# ---- zorro_bus_master_flat ----
**zorro_bus_master_flat: the metal 3 layer**

(3 px per um) Cells faint in the background.
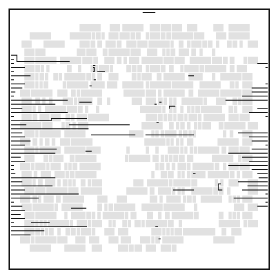

<file path="src/rtl/zorro_bus_master_if.sv">
// Local request port of zorro_bus_master: one single-word request plus its completion status.
// The requester (test sequencer / config walker) uses the master modport, the bus engine the slave modport.
interface zorro_bus_master_if;
  logic        req;
  logic        req_rw;
  logic [23:1] req_addr;
  logic [15:0] req_wdata;
  logic [1:0]  req_be;
  logic        busy;
  logic        ack;
  logic [15:0] rdata;
  logic        err;
  logic        tmo;

  modport master (
    output req, req_rw, req_addr, req_wdata, req_be,
    input  busy, ack, rdata, err, tmo
  );

  modport slave (
    input  req, req_rw, req_addr, req_wdata, req_be,
    output busy, ack, rdata, err, tmo
  );
endinterface

</file>
<file path="src/rtl/zorro_bus_master.sv">
// Zorro II / 68000-style bus cycle initiator: turns single-word local requests into AS_n/UDS_n/LDS_n cycles.
// Define BUS_TIMEOUT_EN to abort WAIT after TIMEOUT_CYCLES clocks with err=1, tmo=1; otherwise WAIT holds forever.
module zorro_bus_master
  #(parameter int unsigned TIMEOUT_CYCLES = 255)
  (
  input  logic              CLK,
  input  logic              RESET,
  zorro_bus_master_if.slave ctrl,
  output logic [23:1]       ADDR,
  output logic              ADDR_OE,
  output logic              AS_n,
  output logic              UDS_n,
  output logic              LDS_n,
  output logic              RW,
  output logic [15:0]       DOUT,
  output logic              DOUT_OE,
  input  logic [15:0]       DIN,
  input  logic              DTACK_n,
  input  logic              BERR_n
);

  typedef enum logic [2:0] {
    S_IDLE, S_ADDR, S_ASSERT, S_WAIT, S_DATA, S_END, S_RECOVER
  } state_t;

  state_t      state, state_d;
  logic        accept;
  logic        rw_q, rw_d;
  logic [1:0]  be_q, be_d;
  logic [15:0] rdata_q;
  logic        err_q, err_d;
  logic        busy_q, ack_q;
  logic        dtack_s1, dtack_s2, berr_s1, berr_s2;
  logic [1:0]  wait_cnt;
  logic        term_ok;
  logic        timeout_hit;
  logic        addr_oe_d, as_n_d, uds_n_d, lds_n_d, rw_pin_d, dout_oe_d, ack_d, busy_d;

  assign accept  = (state == S_IDLE) && ctrl.req;
  assign rw_d    = accept ? ctrl.req_rw : rw_q;
  assign be_d    = accept ? ctrl.req_be : be_q;
  // Terminations are only honoured from the third WAIT clock, which keeps AS_n low for at least 5 clocks.
  assign term_ok = (wait_cnt == 2'd2);

`ifdef BUS_TIMEOUT_EN
  logic [7:0] tmo_cnt;
  logic       tmo_q, tmo_d;

  assign timeout_hit = (({1'b0, tmo_cnt} + 9'd1) == 9'(TIMEOUT_CYCLES));
  assign ctrl.tmo    = tmo_q;

  always_ff @(posedge CLK) begin
    if (RESET) begin
      tmo_cnt <= '0;
      tmo_q   <= 1'b0;
    end else begin
      tmo_q <= tmo_d;
      if (state == S_ASSERT)
        tmo_cnt <= '0;
      else if (state == S_WAIT)
        tmo_cnt <= tmo_cnt + 8'd1;
    end
  end
`else
  assign timeout_hit = 1'b0;
  assign ctrl.tmo    = 1'b0;
`endif

  always_comb begin
    state_d = state;
    err_d   = err_q;
`ifdef BUS_TIMEOUT_EN
    tmo_d   = tmo_q;
`endif
    unique case (state)
      S_IDLE: begin
        if (ctrl.req) begin
          err_d = 1'b0;
`ifdef BUS_TIMEOUT_EN
          tmo_d = 1'b0;
`endif
          // An all-zero byte enable completes at once without touching the bus.
          state_d = (ctrl.req_be == 2'b00) ? S_RECOVER : S_ADDR;
        end
      end
      S_ADDR:   state_d = S_ASSERT;
      S_ASSERT: state_d = S_WAIT;
      S_WAIT: begin
        if (term_ok && !berr_s2) begin
          err_d   = 1'b1;
          state_d = S_END;
        end else if (term_ok && !dtack_s2) begin
          state_d = S_DATA;
        end else if (timeout_hit) begin
          err_d   = 1'b1;
`ifdef BUS_TIMEOUT_EN
          tmo_d   = 1'b1;
`endif
          state_d = S_END;
        end
      end
      S_DATA:    state_d = S_END;
      S_END:     state_d = S_RECOVER;
      S_RECOVER: state_d = S_IDLE;
      default:   state_d = S_IDLE;
    endcase

    // Pin values are decoded for the state being entered so they register glitch-free with it.
    addr_oe_d = 1'b0;
    as_n_d    = 1'b1;
    uds_n_d   = 1'b1;
    lds_n_d   = 1'b1;
    rw_pin_d  = 1'b1;
    dout_oe_d = 1'b0;
    ack_d     = 1'b0;
    busy_d    = 1'b1;
    unique case (state_d)
      S_IDLE: busy_d = 1'b0;
      S_ADDR: begin
        addr_oe_d = 1'b1;
        rw_pin_d  = rw_d;
      end
      S_ASSERT: begin
        addr_oe_d = 1'b1;
        rw_pin_d  = rw_d;
        as_n_d    = 1'b0;
        if (rw_d) begin
          uds_n_d = ~be_d[1];
          lds_n_d = ~be_d[0];
        end else begin
          dout_oe_d = 1'b1;
        end
      end
      S_WAIT, S_DATA: begin
        addr_oe_d = 1'b1;
        rw_pin_d  = rw_d;
        as_n_d    = 1'b0;
        uds_n_d   = ~be_d[1];
        lds_n_d   = ~be_d[0];
        dout_oe_d = ~rw_d;
      end
      S_END: begin
        addr_oe_d = 1'b1;
        rw_pin_d  = rw_d;
        dout_oe_d = ~rw_d;
      end
      S_RECOVER: ack_d = 1'b1;
      default:   busy_d = 1'b0;
    endcase
  end

  always_ff @(posedge CLK) begin
    if (RESET) begin
      state   <= S_IDLE;
      busy_q  <= 1'b0;
      ack_q   <= 1'b0;
      ADDR_OE <= 1'b0;
      AS_n    <= 1'b1;
      UDS_n   <= 1'b1;
      LDS_n   <= 1'b1;
      RW      <= 1'b1;
      DOUT_OE <= 1'b0;
    end else begin
      state   <= state_d;
      busy_q  <= busy_d;
      ack_q   <= ack_d;
      ADDR_OE <= addr_oe_d;
      AS_n    <= as_n_d;
      UDS_n   <= uds_n_d;
      LDS_n   <= lds_n_d;
      RW      <= rw_pin_d;
      DOUT_OE <= dout_oe_d;
    end
  end

  always_ff @(posedge CLK) begin
    if (RESET) begin
      dtack_s1 <= 1'b1;
      dtack_s2 <= 1'b1;
      berr_s1  <= 1'b1;
      berr_s2  <= 1'b1;
      ADDR     <= '0;
      DOUT     <= '0;
      rw_q     <= 1'b1;
      be_q     <= 2'b00;
      rdata_q  <= '0;
      err_q    <= 1'b0;
      wait_cnt <= 2'd0;
    end else begin
      dtack_s1 <= DTACK_n;
      dtack_s2 <= dtack_s1;
      berr_s1  <= BERR_n;
      berr_s2  <= berr_s1;
      err_q    <= err_d;
      rw_q     <= rw_d;
      be_q     <= be_d;
      if (accept) begin
        ADDR <= ctrl.req_addr;
        DOUT <= ctrl.req_wdata;
      end
      if (state == S_DATA && rw_q)
        rdata_q <= DIN;
      if (state == S_ASSERT)
        wait_cnt <= 2'd0;
      else if (state == S_WAIT && wait_cnt != 2'd2)
        wait_cnt <= wait_cnt + 2'd1;
    end
  end

  assign ctrl.busy  = busy_q;
  assign ctrl.ack   = ack_q;
  assign ctrl.rdata = rdata_q;
  assign ctrl.err   = err_q;

endmodule

</file>
<file path="src/flat_wrapper.sv">
// flat-port wrapper written by rule: the top's interface ports become plain ports
module zorro_bus_master_flat 
#(parameter int unsigned TIMEOUT_CYCLES = 255)
  (CLK, RESET, ADDR, ADDR_OE, AS_n, UDS_n, LDS_n, RW, DOUT, DOUT_OE, DIN, DTACK_n, BERR_n, ctrl_req, ctrl_req_rw, ctrl_req_addr, ctrl_req_wdata, ctrl_req_be, ctrl_busy, ctrl_ack, ctrl_rdata, ctrl_err, ctrl_tmo);
  zorro_bus_master_if ctrl_i ();
  input  logic CLK;
  input  logic RESET;
  output logic [23:1] ADDR;
  output logic ADDR_OE;
  output logic AS_n;
  output logic UDS_n;
  output logic LDS_n;
  output logic RW;
  output logic [15:0] DOUT;
  output logic DOUT_OE;
  input  logic [15:0] DIN;
  input  logic DTACK_n;
  input  logic BERR_n;
  input wire logic [$bits(ctrl_i.req)-1:0] ctrl_req;
  input wire logic [$bits(ctrl_i.req_rw)-1:0] ctrl_req_rw;
  input wire logic [$bits(ctrl_i.req_addr)-1:0] ctrl_req_addr;
  input wire logic [$bits(ctrl_i.req_wdata)-1:0] ctrl_req_wdata;
  input wire logic [$bits(ctrl_i.req_be)-1:0] ctrl_req_be;
  output wire logic [$bits(ctrl_i.busy)-1:0] ctrl_busy;
  output wire logic [$bits(ctrl_i.ack)-1:0] ctrl_ack;
  output wire logic [$bits(ctrl_i.rdata)-1:0] ctrl_rdata;
  output wire logic [$bits(ctrl_i.err)-1:0] ctrl_err;
  output wire logic [$bits(ctrl_i.tmo)-1:0] ctrl_tmo;
  assign ctrl_i.req = ctrl_req;
  assign ctrl_i.req_rw = ctrl_req_rw;
  assign ctrl_i.req_addr = ctrl_req_addr;
  assign ctrl_i.req_wdata = ctrl_req_wdata;
  assign ctrl_i.req_be = ctrl_req_be;
  assign ctrl_busy = ctrl_i.busy;
  assign ctrl_ack = ctrl_i.ack;
  assign ctrl_rdata = ctrl_i.rdata;
  assign ctrl_err = ctrl_i.err;
  assign ctrl_tmo = ctrl_i.tmo;
  zorro_bus_master #(.TIMEOUT_CYCLES(TIMEOUT_CYCLES)) u_core (.CLK(CLK), .RESET(RESET), .ctrl(ctrl_i), .ADDR(ADDR), .ADDR_OE(ADDR_OE), .AS_n(AS_n), .UDS_n(UDS_n), .LDS_n(LDS_n), .RW(RW), .DOUT(DOUT), .DOUT_OE(DOUT_OE), .DIN(DIN), .DTACK_n(DTACK_n), .BERR_n(BERR_n));
endmodule
</file>
<file path="config.mk">
export PLATFORM = sky130hd
export DESIGN_NAME = zorro_bus_master_flat
export DESIGN_NICKNAME = d
export VERILOG_FILES = /design/src/rtl/zorro_bus_master_if.sv /design/src/rtl/zorro_bus_master.sv /design/src/flat_wrapper.sv
export SDC_FILE = /design/constraint.sdc
export NUM_CORES = 1
export LEC_CHECK = 0
export ABC_AREA = 1
export CAP_MARGIN = 20
export CORE_MARGIN = 3
export CORE_UTILIZATION = 44
export DETAILED_ROUTE_END_ITERATION = 8
export PLACE_DENSITY = 0.9
export SLEW_MARGIN = 20
export SYNTH_ARGS = -nofsm -noshare
export SYNTH_HDL_FRONTEND = slang
export SYNTH_SLANG_ARGS = --single-unit
</file>
<file path="constraint.sdc">
create_clock -name CLK -period 4.1 [get_ports CLK]
set_input_delay 0.82 -clock CLK [delete_from_list [all_inputs] [get_ports CLK]]
set_output_delay 0.82 -clock CLK [all_outputs]
set_load 0.01 [all_outputs]
</file>
# ---- mmio_io_ctrl_flat ----
<file path="src/rtl/mmio_io_ctrl_if.sv">
// CPU-side bus of the minisys memory/IO controller: access strobes, address,
// store data, Data_mem read data and the pass-through / write-back results.
interface mmio_io_ctrl_if #(
    parameter int DATA_W = 32,
    parameter int ADDR_W = 32
);
    logic              mem_read;
    logic              mem_write;
    logic              io_read;
    logic              io_write;
    logic [ADDR_W-1:0] addr_in;
    logic [DATA_W-1:0] wdata;
    logic [DATA_W-1:0] m_rdata;
    logic [ADDR_W-1:0] addr_out;
    logic              mem_wen;
    logic [DATA_W-1:0] r_wdata;

    modport master (
        output mem_read, mem_write, io_read, io_write, addr_in, wdata, m_rdata,
        input  addr_out, mem_wen, r_wdata
    );

    modport slave (
        input  mem_read, mem_write, io_read, io_write, addr_in, wdata, m_rdata,
        output addr_out, mem_wen, r_wdata
    );
endinterface

</file>
<file path="src/rtl/mmio_io_ctrl.sv">
// Memory-mapped IO controller: LED/CTRL/SW/STATUS registers, debounced switches,
// LED blink prescaler and a sticky error for unmapped IO accesses.
module mmio_io_ctrl #(
    parameter int                DATA_W     = 32,
    parameter int                ADDR_W     = 32,
    parameter logic [ADDR_W-1:0] IO_BASE    = ADDR_W'(32'hFFFF_FC00),
    parameter int                LED_CH     = 2,
    parameter int                LED_W      = 16,
    parameter int                SW_CH      = 2,
    parameter int                SW_W       = 16,
    parameter int                DEB_CYCLES = 20000,
    parameter int                BLINK_DIV  = 2500000
) (
    input  logic                    clock,
    input  logic                    rst,
    mmio_io_ctrl_if.slave           bus,
    input  logic [SW_CH*SW_W-1:0]   switch_in,
    output logic [LED_CH*LED_W-1:0] led_out,
    output logic                    err
);
    localparam int               DEB_W      = $clog2(DEB_CYCLES);
    localparam int               BLK_W      = $clog2(BLINK_DIV);
    localparam logic [DEB_W-1:0] DEB_LAST   = DEB_W'(DEB_CYCLES - 1);
    localparam logic [BLK_W-1:0] BLK_LAST   = BLK_W'(BLINK_DIV - 1);
    localparam logic [9:0]       LED_OFF    = 10'h060;
    localparam logic [9:0]       SW_OFF     = 10'h070;
    localparam logic [9:0]       CTRL_OFF   = 10'h080;
    localparam logic [9:0]       STATUS_OFF = 10'h084;

    logic [LED_CH-1:0][LED_W-1:0] led_reg;
    logic [LED_CH-1:0]            ctrl_reg;
    logic [BLK_W-1:0]             prescaler;
    logic                         blink_phase;
    logic [SW_CH-1:0][SW_W-1:0]   sw_meta;
    logic [SW_CH-1:0][SW_W-1:0]   sw_sync;
    logic [SW_CH-1:0][SW_W-1:0]   sw_deb;
    logic [SW_CH-1:0][DEB_W-1:0]  deb_cnt;
    logic [SW_CH-1:0]             chg_flag;
    logic [SW_CH-1:0]             chg_evt;

    logic              io_hit;
    logic [9:0]        off;
    logic [LED_CH-1:0] led_sel;
    logic [SW_CH-1:0]  sw_sel;
    logic              ctrl_sel;
    logic              status_sel;
    logic              mapped;
    logic              writable;
    logic              wr_en;
    logic              err_set;
    logic              status_clr;
    logic [DATA_W-1:0] io_rdata;

    // Store-data bits above the widest register are intentionally ignored.
    logic unused_wdata;
    assign unused_wdata = ^bus.wdata;

    assign bus.addr_out = bus.addr_in;
    assign bus.mem_wen  = bus.mem_write;

    assign io_hit     = bus.addr_in[ADDR_W-1:10] == IO_BASE[ADDR_W-1:10];
    assign off        = bus.addr_in[9:0];
    assign ctrl_sel   = off == CTRL_OFF;
    assign status_sel = off == STATUS_OFF;

    // NOTE: combinational blocks use blocking '=' and default every output first, so no latch is inferred.
    always_comb begin
        led_sel = '0;
        sw_sel  = '0;
        for (int i = 0; i < LED_CH; i++) led_sel[i] = off == LED_OFF + 10'(4 * i);
        for (int j = 0; j < SW_CH; j++)  sw_sel[j]  = off == SW_OFF + 10'(4 * j);
    end

    assign mapped   = (|led_sel) || (|sw_sel) || ctrl_sel || status_sel;
    assign writable = (|led_sel) || ctrl_sel;

    // A simultaneous read+write still performs the write but is flagged as an error.
    assign wr_en      = bus.io_write && io_hit && writable;
    assign err_set    = (bus.io_read || bus.io_write) &&
                        (!io_hit || !mapped || (bus.io_write && !writable) ||
                         (bus.io_read && bus.io_write));
    assign status_clr = bus.io_read && !bus.io_write && io_hit && status_sel;

    always_comb begin
        io_rdata = '0;
        for (int i = 0; i < LED_CH; i++) if (led_sel[i]) io_rdata = DATA_W'(led_reg[i]);
        for (int j = 0; j < SW_CH; j++)  if (sw_sel[j])  io_rdata = DATA_W'(sw_deb[j]);
        if (ctrl_sel) io_rdata = DATA_W'(ctrl_reg);
        if (status_sel) begin
            io_rdata             = DATA_W'(chg_flag);
            io_rdata[DATA_W-1]   = err;
        end
    end

    always_comb begin
        bus.r_wdata = '0;
        if (bus.mem_read)
            bus.r_wdata = bus.m_rdata;
        else if (bus.io_read && !bus.io_write && io_hit && mapped)
            bus.r_wdata = io_rdata;
    end

    // NOTE: the LED bank is a handful of flops, not a RAM, so it is reset with the rest of the state.
    always_ff @(posedge clock or posedge rst) begin
        if (rst) begin
            led_reg  <= '0;
            ctrl_reg <= '0;
        end else if (wr_en) begin
            for (int i = 0; i < LED_CH; i++)
                if (led_sel[i]) led_reg[i] <= bus.wdata[LED_W-1:0];
            if (ctrl_sel) ctrl_reg <= bus.wdata[LED_CH-1:0];
        end
    end

    always_comb begin
        chg_evt = '0;
        for (int j = 0; j < SW_CH; j++)
            chg_evt[j] = (sw_sync[j] != sw_deb[j]) && (deb_cnt[j] == DEB_LAST);
    end

    // NOTE: state updates use '<=' so every register samples pre-edge values regardless of statement order.
    always_ff @(posedge clock or posedge rst) begin
        if (rst) begin
            sw_meta <= '0;
            sw_sync <= '0;
            sw_deb  <= '0;
            deb_cnt <= '0;
        end else begin
            sw_meta <= switch_in;
            sw_sync <= sw_meta;
            for (int j = 0; j < SW_CH; j++) begin
                if (sw_sync[j] == sw_deb[j]) begin
                    deb_cnt[j] <= '0;
                end else if (chg_evt[j]) begin
                    sw_deb[j]  <= sw_sync[j];
                    deb_cnt[j] <= '0;
                end else begin
                    deb_cnt[j] <= deb_cnt[j] + DEB_W'(1);
                end
            end
        end
    end

    // A STATUS read clears, but a same-cycle event or error wins.
    always_ff @(posedge clock or posedge rst) begin
        if (rst) begin
            chg_flag <= '0;
            err      <= 1'b0;
        end else begin
            chg_flag <= (status_clr ? '0 : chg_flag) | chg_evt;
            err      <= (err && !status_clr) || err_set;
        end
    end

    // Free-running prescaler; CTRL writes deliberately leave it alone.
    always_ff @(posedge clock or posedge rst) begin
        if (rst) begin
            prescaler   <= '0;
            blink_phase <= 1'b0;
        end else if (prescaler == BLK_LAST) begin
            prescaler   <= '0;
            blink_phase <= ~blink_phase;
        end else begin
            prescaler <= prescaler + BLK_W'(1);
        end
    end

    always_comb begin
        led_out = '0;
        for (int i = 0; i < LED_CH; i++)
            led_out[i*LED_W +: LED_W] = led_reg[i] & ~{LED_W{ctrl_reg[i] & blink_phase}};
    end
endmodule

</file>
<file path="src/flat_wrapper.sv">
// flat-port wrapper written by rule: the top's interface ports become plain ports
module mmio_io_ctrl_flat 
#(
    parameter int                DATA_W     = 32,
    parameter int                ADDR_W     = 32,
    parameter logic [ADDR_W-1:0] IO_BASE    = ADDR_W'(32'hFFFF_FC00),
    parameter int                LED_CH     = 2,
    parameter int                LED_W      = 16,
    parameter int                SW_CH      = 2,
    parameter int                SW_W       = 16,
    parameter int                DEB_CYCLES = 20000,
    parameter int                BLINK_DIV  = 2500000
)
  (clock, rst, switch_in, led_out, err, bus_mem_read, bus_mem_write, bus_io_read, bus_io_write, bus_addr_in, bus_wdata, bus_m_rdata, bus_addr_out, bus_mem_wen, bus_r_wdata);
  mmio_io_ctrl_if #(.DATA_W(DATA_W), .ADDR_W(ADDR_W)) bus_i ();
  input  logic clock;
  input  logic rst;
  input  logic [SW_CH*SW_W-1:0] switch_in;
  output logic [LED_CH*LED_W-1:0] led_out;
  output logic err;
  input wire logic [$bits(bus_i.mem_read)-1:0] bus_mem_read;
  input wire logic [$bits(bus_i.mem_write)-1:0] bus_mem_write;
  input wire logic [$bits(bus_i.io_read)-1:0] bus_io_read;
  input wire logic [$bits(bus_i.io_write)-1:0] bus_io_write;
  input wire logic [$bits(bus_i.addr_in)-1:0] bus_addr_in;
  input wire logic [$bits(bus_i.wdata)-1:0] bus_wdata;
  input wire logic [$bits(bus_i.m_rdata)-1:0] bus_m_rdata;
  output wire logic [$bits(bus_i.addr_out)-1:0] bus_addr_out;
  output wire logic [$bits(bus_i.mem_wen)-1:0] bus_mem_wen;
  output wire logic [$bits(bus_i.r_wdata)-1:0] bus_r_wdata;
  assign bus_i.mem_read = bus_mem_read;
  assign bus_i.mem_write = bus_mem_write;
  assign bus_i.io_read = bus_io_read;
  assign bus_i.io_write = bus_io_write;
  assign bus_i.addr_in = bus_addr_in;
  assign bus_i.wdata = bus_wdata;
  assign bus_i.m_rdata = bus_m_rdata;
  assign bus_addr_out = bus_i.addr_out;
  assign bus_mem_wen = bus_i.mem_wen;
  assign bus_r_wdata = bus_i.r_wdata;
  mmio_io_ctrl #(.DATA_W(DATA_W), .ADDR_W(ADDR_W), .IO_BASE(IO_BASE), .LED_CH(LED_CH), .LED_W(LED_W), .SW_CH(SW_CH), .SW_W(SW_W), .DEB_CYCLES(DEB_CYCLES), .BLINK_DIV(BLINK_DIV)) u_core (.clock(clock), .rst(rst), .bus(bus_i), .switch_in(switch_in), .led_out(led_out), .err(err));
endmodule
</file>
<file path="config.mk">
export PLATFORM = sky130hd
export DESIGN_NAME = mmio_io_ctrl_flat
export DESIGN_NICKNAME = d
export VERILOG_FILES = /design/src/rtl/mmio_io_ctrl_if.sv /design/src/rtl/mmio_io_ctrl.sv /design/src/flat_wrapper.sv
export SDC_FILE = /design/constraint.sdc
export NUM_CORES = 1
export LEC_CHECK = 0
export ABC_AREA = 1
export CORE_ASPECT_RATIO = 0.8
export CORE_MARGIN = 2
export CORE_UTILIZATION = 40
export DETAILED_ROUTE_END_ITERATION = 8
export PLACE_DENSITY = 0.7
export SYNTH_ARGS = -nofsm -noshare
export SYNTH_HDL_FRONTEND = slang
export SYNTH_SLANG_ARGS = --single-unit
</file>
<file path="constraint.sdc">
create_clock -name clock -period 8.19 [get_ports clock]
set_clock_uncertainty 0.05 [all_clocks]
set_input_delay 1.2285 -clock clock [delete_from_list [all_inputs] [get_ports clock]]
set_output_delay 1.2285 -clock clock [all_outputs]
set_load 0.1 [all_outputs]
</file>
# ---- instruction_fetch ----
File: src/rtl/mips_pkg.sv
// Shared definitions for the MIPS front end: fetch FSM states, primary
// opcode values and the machine word width.
package mips_pkg;

  localparam int WORD = 32;

  typedef enum logic [1:0] {
    IDLE  = 2'd0,
    FETCH = 2'd1,
    EXEC  = 2'd2
  } fetch_state_t;

  localparam logic [5:0] OP_RTYPE = 6'h00;
  localparam logic [5:0] OP_J     = 6'h02;
  localparam logic [5:0] OP_BEQ   = 6'h04;
  localparam logic [5:0] OP_LW    = 6'h23;
  localparam logic [5:0] OP_SW    = 6'h2B;

endpackage

File: src/rtl/next_pc_gen.sv
// Next-PC selection for the execute window: jump beats a taken branch,
// which beats sequential flow. Purely combinational; all adds wrap mod 2^32.
module next_pc_gen
  import mips_pkg::*;
(
  input  logic [WORD-1:0] pc_plus4,
  input  logic [WORD-1:0] instr,
  input  logic            jump,
  input  logic            branch,
  input  logic            zero,
  output logic [WORD-1:0] next_pc
);

  logic [WORD-1:0] branch_offset;
  logic [WORD-1:0] branch_target;
  logic [WORD-1:0] jump_target;
  // The opcode field plays no part in target arithmetic; the decoder
  // already folded it into jump/branch.
  logic            unused_opcode_bits;

  assign unused_opcode_bits = ^instr[31:26];

  // Word offset, sign-extended and scaled to bytes.
  assign branch_offset = {{14{instr[15]}}, instr[15:0], 2'b00};
  assign branch_target = pc_plus4 + branch_offset;
  // Jump stays inside the 256 MB region of the delay-slot address.
  assign jump_target   = {pc_plus4[31:28], instr[25:0], 2'b00};

  // Priority select of the next program counter.
  always_comb begin
    next_pc = pc_plus4;
    if (jump) begin
      next_pc = jump_target;
    end else if (branch && zero) begin
      next_pc = branch_target;
    end
  end

endmodule

File: src/rtl/instruction_fetch.sv
// Instruction fetch stage: owns PC, instruction register and the retired
// counter, fetches through a req/ready port and holds each instruction for
// an execute window of at least one cycle.
//
// Memory handshake: imem_req is high for the whole FETCH state with
// imem_addr held at pc; the transfer happens on the first rising edge where
// imem_req and imem_ready are both high, and imem_ready is ignored at any
// other time. imem_ready may depend combinationally on imem_req/imem_addr;
// nothing here depends combinationally on imem_ready.
module instruction_fetch
  import mips_pkg::*;
#(
  parameter logic [WORD-1:0] RESET_PC = 32'h0000_0000
) (
  input  logic            clk,
  input  logic            reset,
  output logic            imem_req,
  output logic [WORD-1:0] imem_addr,
  input  logic            imem_ready,
  input  logic [WORD-1:0] imem_rdata,
  input  logic            stall,
  input  logic            jump,
  input  logic            branch,
  input  logic            zero,
  output logic [WORD-1:0] instr,
  output logic [5:0]      opcode,
  output logic            instr_valid,
  output logic [WORD-1:0] pc,
  output logic [WORD-1:0] pc_plus4,
  output logic [WORD-1:0] retired
);

  fetch_state_t    state;
  logic [WORD-1:0] next_pc;

  assign imem_addr = pc;
  assign opcode    = instr[31:26];
  assign pc_plus4  = pc + 32'd4;

  next_pc_gen u_next_pc_gen (
    .pc_plus4 (pc_plus4),
    .instr    (instr),
    .jump     (jump),
    .branch   (branch),
    .zero     (zero),
    .next_pc  (next_pc)
  );

  // Fetch FSM with PC, IR, retire counter and registered req/valid flags.
  always_ff @(posedge clk) begin
    if (reset) begin
      state       <= IDLE;
      pc          <= RESET_PC;
      instr       <= '0;
      retired     <= '0;
      imem_req    <= 1'b0;
      instr_valid <= 1'b0;
    end else begin
      case (state)
        IDLE: begin
          state       <= FETCH;
          imem_req    <= 1'b1;
          instr_valid <= 1'b0;
        end
        FETCH: begin
          // stall has no effect here; only the memory decides.
          if (imem_ready) begin
            instr       <= imem_rdata;
            state       <= EXEC;
            imem_req    <= 1'b0;
            instr_valid <= 1'b1;
          end
        end
        EXEC: begin
          // instr is held for as long as the datapath stalls.
          if (!stall) begin
            pc          <= next_pc;
            retired     <= retired + 32'd1;
            state       <= FETCH;
            imem_req    <= 1'b1;
            instr_valid <= 1'b0;
          end
        end
        default: begin
          state       <= IDLE;
          imem_req    <= 1'b0;
          instr_valid <= 1'b0;
        end
      endcase
    end
  end

endmodule
File: config.mk
export PLATFORM = sky130hd
export DESIGN_NAME = instruction_fetch
export DESIGN_NICKNAME = d
export VERILOG_FILES = /design/src/rtl/mips_pkg.sv /design/src/rtl/next_pc_gen.sv /design/src/rtl/instruction_fetch.sv
export SDC_FILE = /design/constraint.sdc
export NUM_CORES = 1
export LEC_CHECK = 0
export CAP_MARGIN = 20
export CORE_MARGIN = 4
export CORE_UTILIZATION = 38
export DETAILED_ROUTE_END_ITERATION = 16
export PLACE_DENSITY_LB_ADDON = 0.2
export SYNTH_ARGS = -nofsm -noshare
export SYNTH_HDL_FRONTEND = slang
export SYNTH_SLANG_ARGS = --single-unit
File: constraint.sdc
create_clock -name clk -period 5.44 [get_ports clk]
set_clock_uncertainty 0.1 [all_clocks]
set_input_delay 1.36 -clock clk [delete_from_list [all_inputs] [get_ports clk]]
set_output_delay 1.36 -clock clk [all_outputs]
set_load 0.01 [all_outputs]
# ---- mem_to_com_hex ----
## config.mk

```make
export PLATFORM = sky130hd
export DESIGN_NAME = mem_to_com_hex
export DESIGN_NICKNAME = d
export VERILOG_FILES = /design/src/rtl/com_pkg.sv /design/src/rtl/mem_to_com_hex_nibble_to_ascii.sv /design/src/rtl/mem_to_com_hex.sv
export SDC_FILE = /design/constraint.sdc
export NUM_CORES = 1
export LEC_CHECK = 0
export ABC_AREA = 1
export CORE_MARGIN = 4
export CORE_UTILIZATION = 44
export DETAILED_ROUTE_END_ITERATION = 12
export GPL_TIMING_DRIVEN = 0
export PLACE_DENSITY = 0.8
export SLEW_MARGIN = 20
export SYNTH_ARGS = -nofsm -noshare
export SYNTH_HDL_FRONTEND = slang
export SYNTH_HIERARCHICAL = 1
export SYNTH_SLANG_ARGS = --single-unit
```

## constraint.sdc

```tcl
create_clock -name clk -period 1.6 [get_ports clk]
set_clock_uncertainty 0.2 [all_clocks]
set_input_delay 0.24 -clock clk [delete_from_list [all_inputs] [get_ports clk]]
set_output_delay 0.24 -clock clk [all_outputs]
set_load 0.02 [all_outputs]
```

## src/rtl/com_pkg.sv

```systemverilog
// Shared constants for the UART memory-debug channel: ASCII codes, FSM states, helpers.
// No latency: package only, no logic.
// No backpressure: package only.
package com_pkg;

  localparam logic [7:0] CHAR_CR    = 8'h0D;
  localparam logic [7:0] CHAR_LF    = 8'h0A;
  localparam logic [7:0] CHAR_COLON = 8'h3A;
  localparam logic [7:0] CHAR_0     = 8'h30;
  localparam logic [7:0] CHAR_A     = 8'h41;

  // Response FSM state encoding.
  typedef enum logic [2:0] {
    ST_IDLE     = 3'd0,
    ST_MEM_WAIT = 3'd1,
    ST_LOAD     = 3'd2,
    ST_SEND     = 3'd3,
    ST_ACK      = 3'd4,
    ST_DRAIN    = 3'd5
  } state_t;

  // Bits needed to count 0..value-1; never less than 1 so counters stay legal.
  function automatic int clog2(input int value);
    int res;
    res = 1;
    for (int i = 1; i < 31; i++) begin
      if ((1 << i) < value) res = i + 1;
    end
    return res;
  endfunction

endpackage

```

## src/rtl/mem_to_com_hex_nibble_to_ascii.sv

```systemverilog
// Converts a 4-bit nibble to its uppercase ASCII hex character.
// Latency: purely combinational.
// Backpressure: none, no handshake.
module nibble_to_ascii
  import com_pkg::*;
(
  input  logic [3:0] nib,
  output logic [7:0] chr
);

  // Digits count up from '0', letters from 'A'.
  always_comb begin
    if (nib < 4'd10) chr = CHAR_0 + {4'h0, nib};
    else             chr = CHAR_A + {4'h0, nib} - 8'd10;
  end

endmodule

```

## src/rtl/mem_to_com_hex.sv

```systemverilog
// Reads one BRAM word per request and streams it to UART_TX as uppercase hex + CR LF.
// Latency: handshake to first tx_start is 1 + MEM_LAT + 2 clocks when UART_TX is idle.
// Backpressure: req_ready low while a response is in flight (requests dropped); bytes wait on tx_busy.
// Optional MEM_TO_COM_ECHO_ADDR_EN: prefix each response with the hex address and ':'.
module mem_to_com_hex
  import com_pkg::*;
#(
  parameter int ADDR_W  = 17,
  parameter int DATA_W  = 12,
  parameter int MEM_LAT = 1
)(
  input  logic              clk,
  input  logic              rst_n,
  input  logic              req_valid,
  input  logic [ADDR_W-1:0] req_addr,
  output logic              req_ready,
  output logic              mem_rd_en,
  output logic [ADDR_W-1:0] mem_addr,
  input  logic [DATA_W-1:0] mem_data,
  output logic [7:0]        tx_data,
  output logic              tx_start,
  input  logic              tx_busy,
  output logic              busy
);

  localparam int DNIB = DATA_W / 4;
`ifdef MEM_TO_COM_ECHO_ADDR_EN
  localparam int ANIB = (ADDR_W + 3) / 4;
  localparam int AW4  = ANIB * 4;
  localparam int PRE  = ANIB + 1;
`else
  localparam int PRE  = 0;
`endif
  localparam int NCHAR = PRE + DNIB + 2;
  localparam int IDX_W = clog2(NCHAR);

`ifdef MEM_TO_COM_ECHO_ADDR_EN
  localparam logic [IDX_W-1:0] IDX_COLON = IDX_W'(ANIB);
`endif
  localparam logic [IDX_W-1:0] IDX_CR    = IDX_W'(PRE + DNIB);
  localparam logic [IDX_W-1:0] IDX_LAST  = IDX_W'(NCHAR - 1);
  localparam logic [1:0]       WAIT_LAST = 2'(MEM_LAT);

  state_t            state;
  state_t            state_nxt;
  logic [IDX_W-1:0]  idx;
  logic [1:0]        wcnt;
  logic [DATA_W-1:0] data_sr;
  logic [3:0]        nib;
  logic [7:0]        nib_chr;
  logic [7:0]        char_sel;
`ifdef MEM_TO_COM_ECHO_ADDR_EN
  logic [AW4-1:0]    addr_sr;
`endif

  assign req_ready = (state == ST_IDLE);
  assign busy      = ~req_ready;

  // Nibble feeding the converter: address digits first when echoing, else data digits.
  always_comb begin
    nib = data_sr[DATA_W-1 -: 4];
`ifdef MEM_TO_COM_ECHO_ADDR_EN
    if (idx < IDX_COLON) nib = addr_sr[AW4-1 -: 4];
`endif
  end

  nibble_to_ascii u_n2a (
    .nib (nib),
    .chr (nib_chr)
  );

  // Character for the current index: hex digit, separator, CR or LF.
  always_comb begin
    char_sel = CHAR_LF;
`ifdef MEM_TO_COM_ECHO_ADDR_EN
    if (idx == IDX_COLON)   char_sel = CHAR_COLON;
    else if (idx < IDX_CR)  char_sel = nib_chr;
`else
    if (idx < IDX_CR)       char_sel = nib_chr;
`endif
    else if (idx == IDX_CR) char_sel = CHAR_CR;
  end

  // State register; async reset abandons any response in flight.
  always_ff @(posedge clk or negedge rst_n) begin
    if (!rst_n) state <= ST_IDLE;
    else        state <= state_nxt;
  end

  // Next-state logic: one byte per LOAD/SEND/ACK/DRAIN loop, gated by tx_busy.
  always_comb begin
    state_nxt = state;
    case (state)
      ST_IDLE:     if (req_valid) state_nxt = ST_MEM_WAIT;
      ST_MEM_WAIT: if (wcnt == WAIT_LAST) state_nxt = ST_LOAD;
      ST_LOAD:     state_nxt = ST_SEND;
      ST_SEND:     if (!tx_busy) state_nxt = ST_ACK;
      ST_ACK:      if (tx_busy) state_nxt = ST_DRAIN;
      ST_DRAIN:    if (!tx_busy) state_nxt = (idx == IDX_LAST) ? ST_IDLE : ST_LOAD;
      default:     state_nxt = ST_IDLE;
    endcase
  end

  // Datapath: request latch, BRAM strobe, single data capture, byte load and start pulse.
  always_ff @(posedge clk or negedge rst_n) begin
    if (!rst_n) begin
      mem_rd_en <= 1'b0;
      mem_addr  <= '0;
      tx_start  <= 1'b0;
      tx_data   <= 8'h00;
      wcnt      <= '0;
      idx       <= '0;
      data_sr   <= '0;
`ifdef MEM_TO_COM_ECHO_ADDR_EN
      addr_sr   <= '0;
`endif
    end else begin
      mem_rd_en <= 1'b0;
      tx_start  <= 1'b0;
      case (state)
        ST_IDLE: begin
          if (req_valid) begin
            mem_addr  <= req_addr;
            mem_rd_en <= 1'b1;
            wcnt      <= '0;
          end
        end
        ST_MEM_WAIT: begin
          // The extra cycle covers the strobe itself; data is valid MEM_LAT cycles after it.
          if (wcnt == WAIT_LAST) begin
            data_sr <= mem_data;
            idx     <= '0;
`ifdef MEM_TO_COM_ECHO_ADDR_EN
            addr_sr <= AW4'(mem_addr);
`endif
          end else begin
            wcnt <= wcnt + 2'd1;
          end
        end
        ST_LOAD: begin
          tx_data <= char_sel;
`ifdef MEM_TO_COM_ECHO_ADDR_EN
          if (idx < IDX_COLON)                        addr_sr <= addr_sr << 4;
          else if (idx > IDX_COLON && idx < IDX_CR)   data_sr <= data_sr << 4;
`else
          if (idx < IDX_CR)                           data_sr <= data_sr << 4;
`endif
        end
        ST_SEND: begin
          if (!tx_busy) tx_start <= 1'b1;
        end
        ST_DRAIN: begin
          if (!tx_busy && idx != IDX_LAST) idx <= idx + 1'b1;
        end
        default: ;
      endcase
    end
  end

endmodule

```

**zorro_bus_master_flat: register map, names as in the netlist**

(3 px per um) Other sequential cells in the stronger grey, the rest of the logic in the fainter grey.
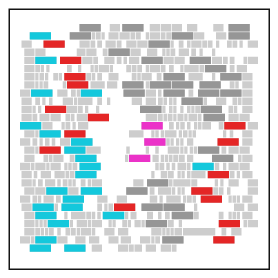
`u_core.state`: in magenta, sequential cells 3. `u_core.DOUT`: in red, sequential cells 16. `u_core.ADDR`: in cyan, sequential cells 23.
Another 34 sequential cells are not coloured.

## Picture notes: 'the metal 3 layer' of zorro_bus_master_flat
The wires run mostly horizontal. The layer holds 8.1% of the routed length. The longest straight run is 25.5 um.

==> results.sh, zorro_bus_master_flat <==
# yosys + openroad results
export IMPL_clockBufferDepth=2
export IMPL_drc=0
export IMPL_inverters=41
export IMPL_ys_async_sr_fraction_pct=0
export IMPL_mostFrequentLayoutCells="clkdlybuf4s50_1 (125), nand2_1 (109), dfxtp_1 (76)"
export IMPL_ys_sh_simple_pct=22.0
export IMPL_use_met2_pct=34.9
export IMPL_critical_path_class="in2reg"
export IMPL_regArea_mm2=0.00152
export IMPL_cp_arrival_ps=2320
export IMPL_cts_htree_levels=3
export IMPL_cts_tree="yes"
export IMPL_ant_nets=0
export IMPL_r2r_end="u_core.ctrl.rdata[0]"
export IMPL_synth_warnings=0
export IMPL_n_all_buffers=128
export IMPL_fp_nets=427
export IMPL_synth_flops=76
export IMPL_num_fill_cells=482
export IMPL_p_clk_share_pct=25.8
export IMPL_fin_nets=546
export IMPL_synth_chip_area_mm2=0.00283
export IMPL_drive_above_1_share_pct=8.42
export IMPL_drt_iter0_drc=99
export IMPL_switching_power_uw=691
export IMPL_synth_edff_count=0
export IMPL_area_dominant_class="sequential cells"
export IMPL_ff_type="dfxtp_1"
export IMPL_crit_buf_inv=2
export IMPL_crit_path_top_delay_cell="inv_2"
export IMPL_ys_sh_mux_pct=0
export IMPL_fin_area_mm2=0.00428
export IMPL_ff2ff_path_depth=4
export IMPL_status="completed"
export IMPL_highest_layer="met4"
export IMPL_fp_util_pct=46.7
export IMPL_tightestPinTransition_ps=978
export IMPL_fp_coreArea_mm2=0.00606
export IMPL_die_area_mm2=0.00742
export IMPL_vdd_drop_max_uv=321
export IMPL_comb_area_share_pct=24.5
export IMPL_p_comb_share_pct=31.9
export IMPL_path_delay_family="buffers and inverters"
export IMPL_p_clk_uw=552
export IMPL_hold_start="u_core.dtack_s1"
export IMPL_swShare_pct=32.3
export IMPL_fin_util_pct=70.6
export IMPL_viasPerCell=4.78
export IMPL_cp_required_ps=4340
export IMPL_syn_area_per_cell_um2=7.79
export IMPL_worst_slack_ps=2020
export IMPL_rsz0062_at_grt="false"
export IMPL_cp_slowest_stage_delay_ps=500
export IMPL_max_clock_freq_ghz=0.480
export IMPL_largest_area_cell="dfxtp_1"
export IMPL_grt_use_met1_pct=22.2
export IMPL_powerDensity_mw_per_mm2=500
export IMPL_ys_sh_xor_pct=0
export IMPL_n_tap_cell=75
export IMPL_cts_setup_buffers=0
export IMPL_min_period_ps=2080
export IMPL_fin_crit_sh_pct=50.8
export IMPL_finClkSkew_ps=10.8
export IMPL_grt_util_met3_pct=6.82
export IMPL_antennaDiodeCount=0
export IMPL_grt_overflow=0
export IMPL_clk_pin_slew_worst_paths_ps=80
export IMPL_aoi_share_pct=14.5
export IMPL_final_comb_area_mm2=0.00105
export IMPL_fin_cells=562
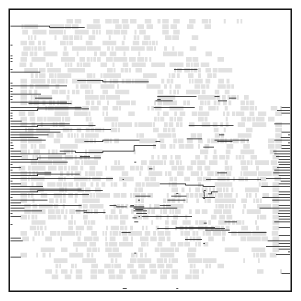
**Above:** instruction_fetch (the metal 3 layer).
(2 px per um) Cells faint in the background.
The longest straight run is 50.8 um. The layer carries 1,760 um of wire. 154 nets have wire on it. The layer holds 7.9% of the routed length. The wires run mostly horizontal.

==> results.sh, instruction_fetch <==
# yosys + openroad results
export IMPL_status="completed"
export IMPL_tns_ps=0
export IMPL_met2WireLength_mm=9.79
export IMPL_cp_depth=8
export IMPL_insertion_delay_ps=360
export IMPL_numCtsBuffers=9
export IMPL_crit_start="imem_addr[2]"
export IMPL_ys_top_cells_by_count="nand2_1 (132), dfxtp_1 (96), a21oi_1 (89)"
export IMPL_highest_layer="met4"
export IMPL_regArea_mm2=0.00192
export IMPL_switching_power_uw=450
export IMPL_syn_area_mm2=0.00665
export IMPL_path_cells="ha_1, nand4_1, nor3_1, buf_4, nand4_1, nor2_1, xor2_1, clkdlybuf4s50_1"
export IMPL_flops=96
export IMPL_ys_seq_share_pct=28.9
export IMPL_powerDensity_mw_per_mm2=184
export IMPL_grt_pass1_vias=6376
export IMPL_grt_use_total_pct=22.2
export IMPL_p_seq_uw=739
export IMPL_hold_buffers=0
export IMPL_swShare_pct=27.6
export IMPL_antenna_found_initial=0
export IMPL_power_leader="registers"
export IMPL_crit_buf_inv=2
export IMPL_netlist_area_leader_share_pct=28.9
export IMPL_hold_end="instr[31]"
export IMPL_seq_area_share_pct=21.7
export IMPL_grt_pass1_wl_mm=35.2
export IMPL_min_path_type="reg2reg"
export IMPL_cts_setup_buffers=0
export IMPL_drt_iter0_drc=416
export IMPL_clock_area_share_pct=3.46
export IMPL_path_delay_family="simple AND/OR/NAND/NOR gates"
export IMPL_layout_top_cell="clkdlybuf4s50_1"
export IMPL_rsz0062_at_grt="false"
export IMPL_root_buffer="clkbuf_16"
export IMPL_met3_length_mm=1.76
export IMPL_aoi_share_pct=22.2
export IMPL_seq_power_share_pct=45.3
export IMPL_grt_max_degree=45
export IMPL_n_all_buffers=210
export IMPL_ys_sh_simple_pct=23.5
export IMPL_p_comb_uw=216
**mmio_io_ctrl_flat: clock distribution**

(2 px per um)
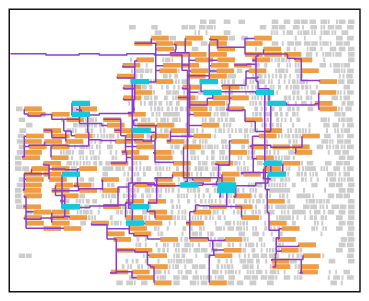
clock wires: in purple, length 2,190 um. clock-net drivers: in cyan, count 17. flip-flops: in orange, count 186.
There are 18 routed clock nets. Position of the flops: widely spread.

**mmio_io_ctrl_flat: register map, names as in the netlist**

(1.5 px per um) Other sequential cells in the stronger grey, the rest of the logic in the fainter grey.
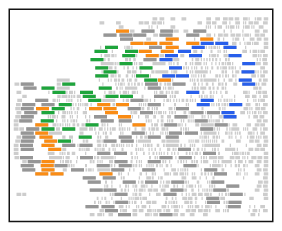
`u_core.deb_cnt`: in green, sequential cells 30. `u_core.sw_sync`: in orange, sequential cells 32. `u_core.prescaler`: in blue, sequential cells 22.

==> results.sh, mmio_io_ctrl_flat <==
# yosys + openroad results
export IMPL_viasPerCell=4.87
export IMPL_drive_above_1_share_pct=5.31
export IMPL_fin_util_pct=53.1
export IMPL_rows=49
export IMPL_inverters=159
export IMPL_max_clock_freq_ghz=0.166
export IMPL_grt_util_met3_pct=4.53
export IMPL_met2WireLength_mm=11.8
export IMPL_path_delay_family="buffers and inverters"
export IMPL_clkbuf_count=21
export IMPL_crit_start="bus_addr_in[4]"
export IMPL_start_kind="input port"
export IMPL_crit_path_max_fanout=14
export IMPL_cap_viol_max_count=0
export IMPL_place_area_mm2=0.0115
export IMPL_p_clk_share_pct=37.7
export IMPL_p_clk_uw=783
export IMPL_drv_slew=0
export IMPL_powerDensity_mw_per_mm2=173
export IMPL_synth_cells=1153
export IMPL_synth_edff_count=0
export IMPL_power_leader="registers"
export IMPL_cp_slowest_stage_delay_ps=1130
export IMPL_num_fill_cells=2110
export IMPL_antennaDiodeCount=0
export IMPL_status="completed"
export IMPL_worst_slack_ps=2180
export IMPL_cts_tree="yes"
export IMPL_area_dominant_class="sequential cells"
export IMPL_seq_power_share_pct=47.4
export IMPL_seq_area_share_pct=38.7
export IMPL_die_area_mm2=0.0245
export IMPL_fin_area_mm2=0.0120
export IMPL_largest_area_cell="dfrtp_1"
export IMPL_clock_area_share_pct=4.61
export IMPL_routed_wl_mm=25.2
export IMPL_tool_warnings=44
export IMPL_gp_congestion=0.873
export IMPL_syn_area_per_cell_um2=8.08
export IMPL_ff2ff_setup_slack_ps=5640
export IMPL_clk_pin_slew_worst_paths_ps=70
export IMPL_swShare_pct=28.2
export IMPL_drt_iter0_drc=648
export IMPL_synthTopLogicFamily="simple AND/OR/NAND/NOR gates"
export IMPL_io_pins=232
export IMPL_ys_sh_simple_pct=29.2
export IMPL_final_comb_area_mm2=0.00369
export IMPL_setup_viol=0
**mem_to_com_hex: register map, names as in the netlist**

(3 px per um) Other sequential cells in the stronger grey, the rest of the logic in the fainter grey.
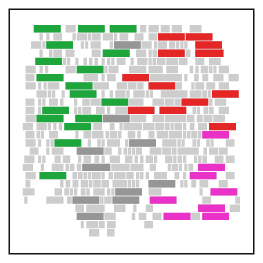
`mem_addr`: in green, sequential cells 17. `data_sr`: in red, sequential cells 12. `tx_data`: in magenta, sequential cells 8, where south-east.

==> results.sh, mem_to_com_hex <==
# yosys + openroad results
export IMPL_hold_viol_final=0
export IMPL_highest_layer="met4"
export IMPL_drt_iter0_drc=112
export IMPL_antenna_found_initial=0
export IMPL_cp_slowest_stage_delay_ps=390
export IMPL_dpl_hpwl_mm=3.80
export IMPL_synth_chip_area_mm2=0.00235
export IMPL_rsz0062_at_grt="true"
export IMPL_start_kind="register"
export IMPL_cp_depth=4
export IMPL_power_uw=7670
export IMPL_fin_area_mm2=0.00353
export IMPL_vdd_drop_max_uv=1020
export IMPL_synth_edff_count=0
export IMPL_grt_overflow=0
export IMPL_ant_nets=0
export IMPL_synth_warnings=6
export IMPL_netlist_area_leader_share_pct=50.1
export IMPL_numCtsBuffers=5
export IMPL_powerDensity_mw_per_mm2=2170
export IMPL_grt_max_degree=32
export IMPL_layout_top_cell="nand2_1"
export IMPL_n_all_buffers=97
export IMPL_grt_pass1_wl_mm=8.98
export IMPL_mostFrequentLayoutCells="nand2_1 (101), dfrtp_1 (45), clkdlybuf4s50_1 (31)"
export IMPL_pre_cts_ws_ps=-220
export IMPL_critical_path_class="reg2out"
export IMPL_ff2ff_setup_slack_ps=-50
export IMPL_seq_power_share_pct=28.2
export IMPL_fp_coreArea_mm2=0.00514
export IMPL_status="complete, but fails checks"
export IMPL_die_area_mm2=0.00657
export IMPL_syn2layout_area_growth_pct=50.4
export IMPL_hold_buffers=1
export IMPL_top_cell="nand2_1"
export IMPL_ff_type="dfrtp_1"
export IMPL_synthTopLogicFamily="simple AND/OR/NAND/NOR gates"
export IMPL_largest_register_ffs=17
export IMPL_reg_top3="mem_addr (17), data_sr (12), tx_data (8)"
export IMPL_tns_ps=-463
export IMPL_p_comb_uw=4590
export IMPL_cts_htree_levels=2
export IMPL_worst_slack_ps=-56.6
export IMPL_root_buffer="clkbuf_8"
export IMPL_setup_viol=12
export IMPL_power_leader="combinational cells"
export IMPL_seq_area_share_pct=33.4
export IMPL_p_int_uw=4280
export IMPL_r2r_start="state[1]"
export IMPL_aoi_share_pct=10.2
export IMPL_swShare_pct=44.2
export IMPL_violations="setup timing"
export IMPL_inverters=29
export IMPL_tool_warnings=29
export IMPL_grt_busiest_layer="met2"
export IMPL_cp_arrival_ps=1220
export IMPL_p_clk_share_pct=11.9
export IMPL_crit_top_cell="buf_6"
export IMPL_ys_sh_mux_pct=0
export IMPL_routed_wl_mm=6.04
export IMPL_synth_flops=47
export IMPL_path_cells="buf_6, nor3_4, inv_1, buf_6"
export IMPL_min_period_ps=1660
export IMPL_drive_above_1_share_pct=26.3
export IMPL_fin_nets=409
export IMPL_insertion_delay_ps=300
export IMPL_fp_nets=316
export IMPL_io_pins=62
export IMPL_n_tap_cell=70
export IMPL_clkbuf_count=5

==> notes/layouts.md <==
Pictures saved along the way, in no particular order.

Wiring by layer.
(a)
(3 px per um)
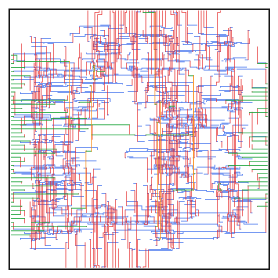
(b)
(3 px per um)
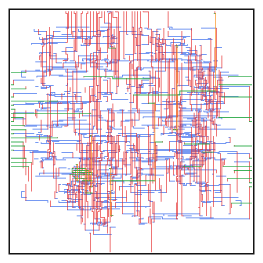
(c)
(1.5 px per um)
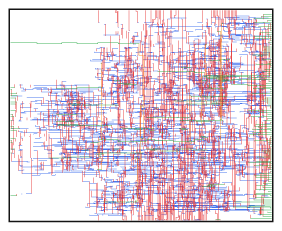
(d)
(2 px per um)
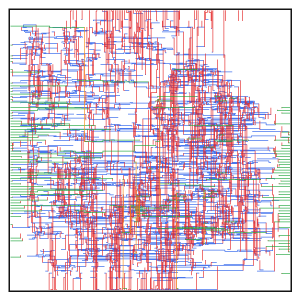
The one with the largest die is (c).
The one with the least wire is (b).
- mem_to_com_hex = (b)
- instruction_fetch = (d)
- zorro_bus_master_flat = (a)
- mmio_io_ctrl_flat = (c)

Key to (a):
M2: in red, wire length 3,600 um. M4: in orange, wire length 216 um. M3: in green, wire length 594 um. M1: in blue, wire length 2,970 um.



==> gallery <==
Routing congestion.
panel A
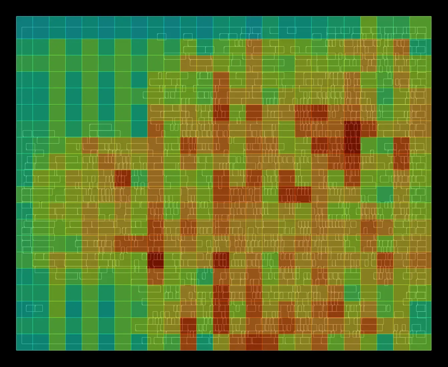
panel B
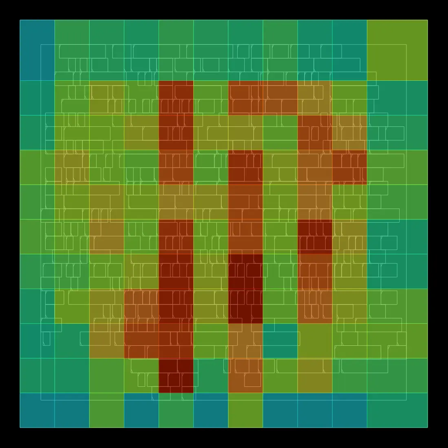
panel C
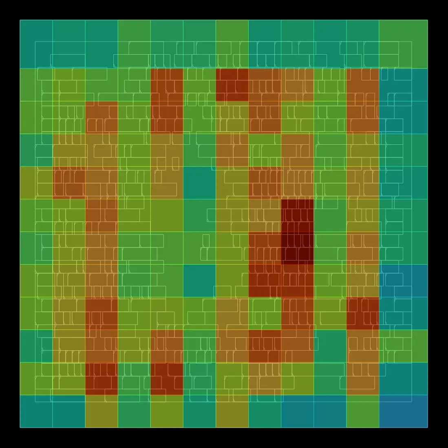
panel D
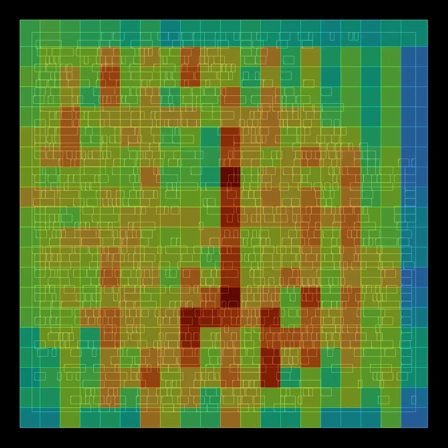
Of these, lowest track usage: panel B
Of these, most wire per cell: panel D
| picture | from |
|---|---|
| panel C | zorro_bus_master_flat |
| panel A | mmio_io_ctrl_flat |
| panel B | mem_to_com_hex |
| panel D | instruction_fetch |

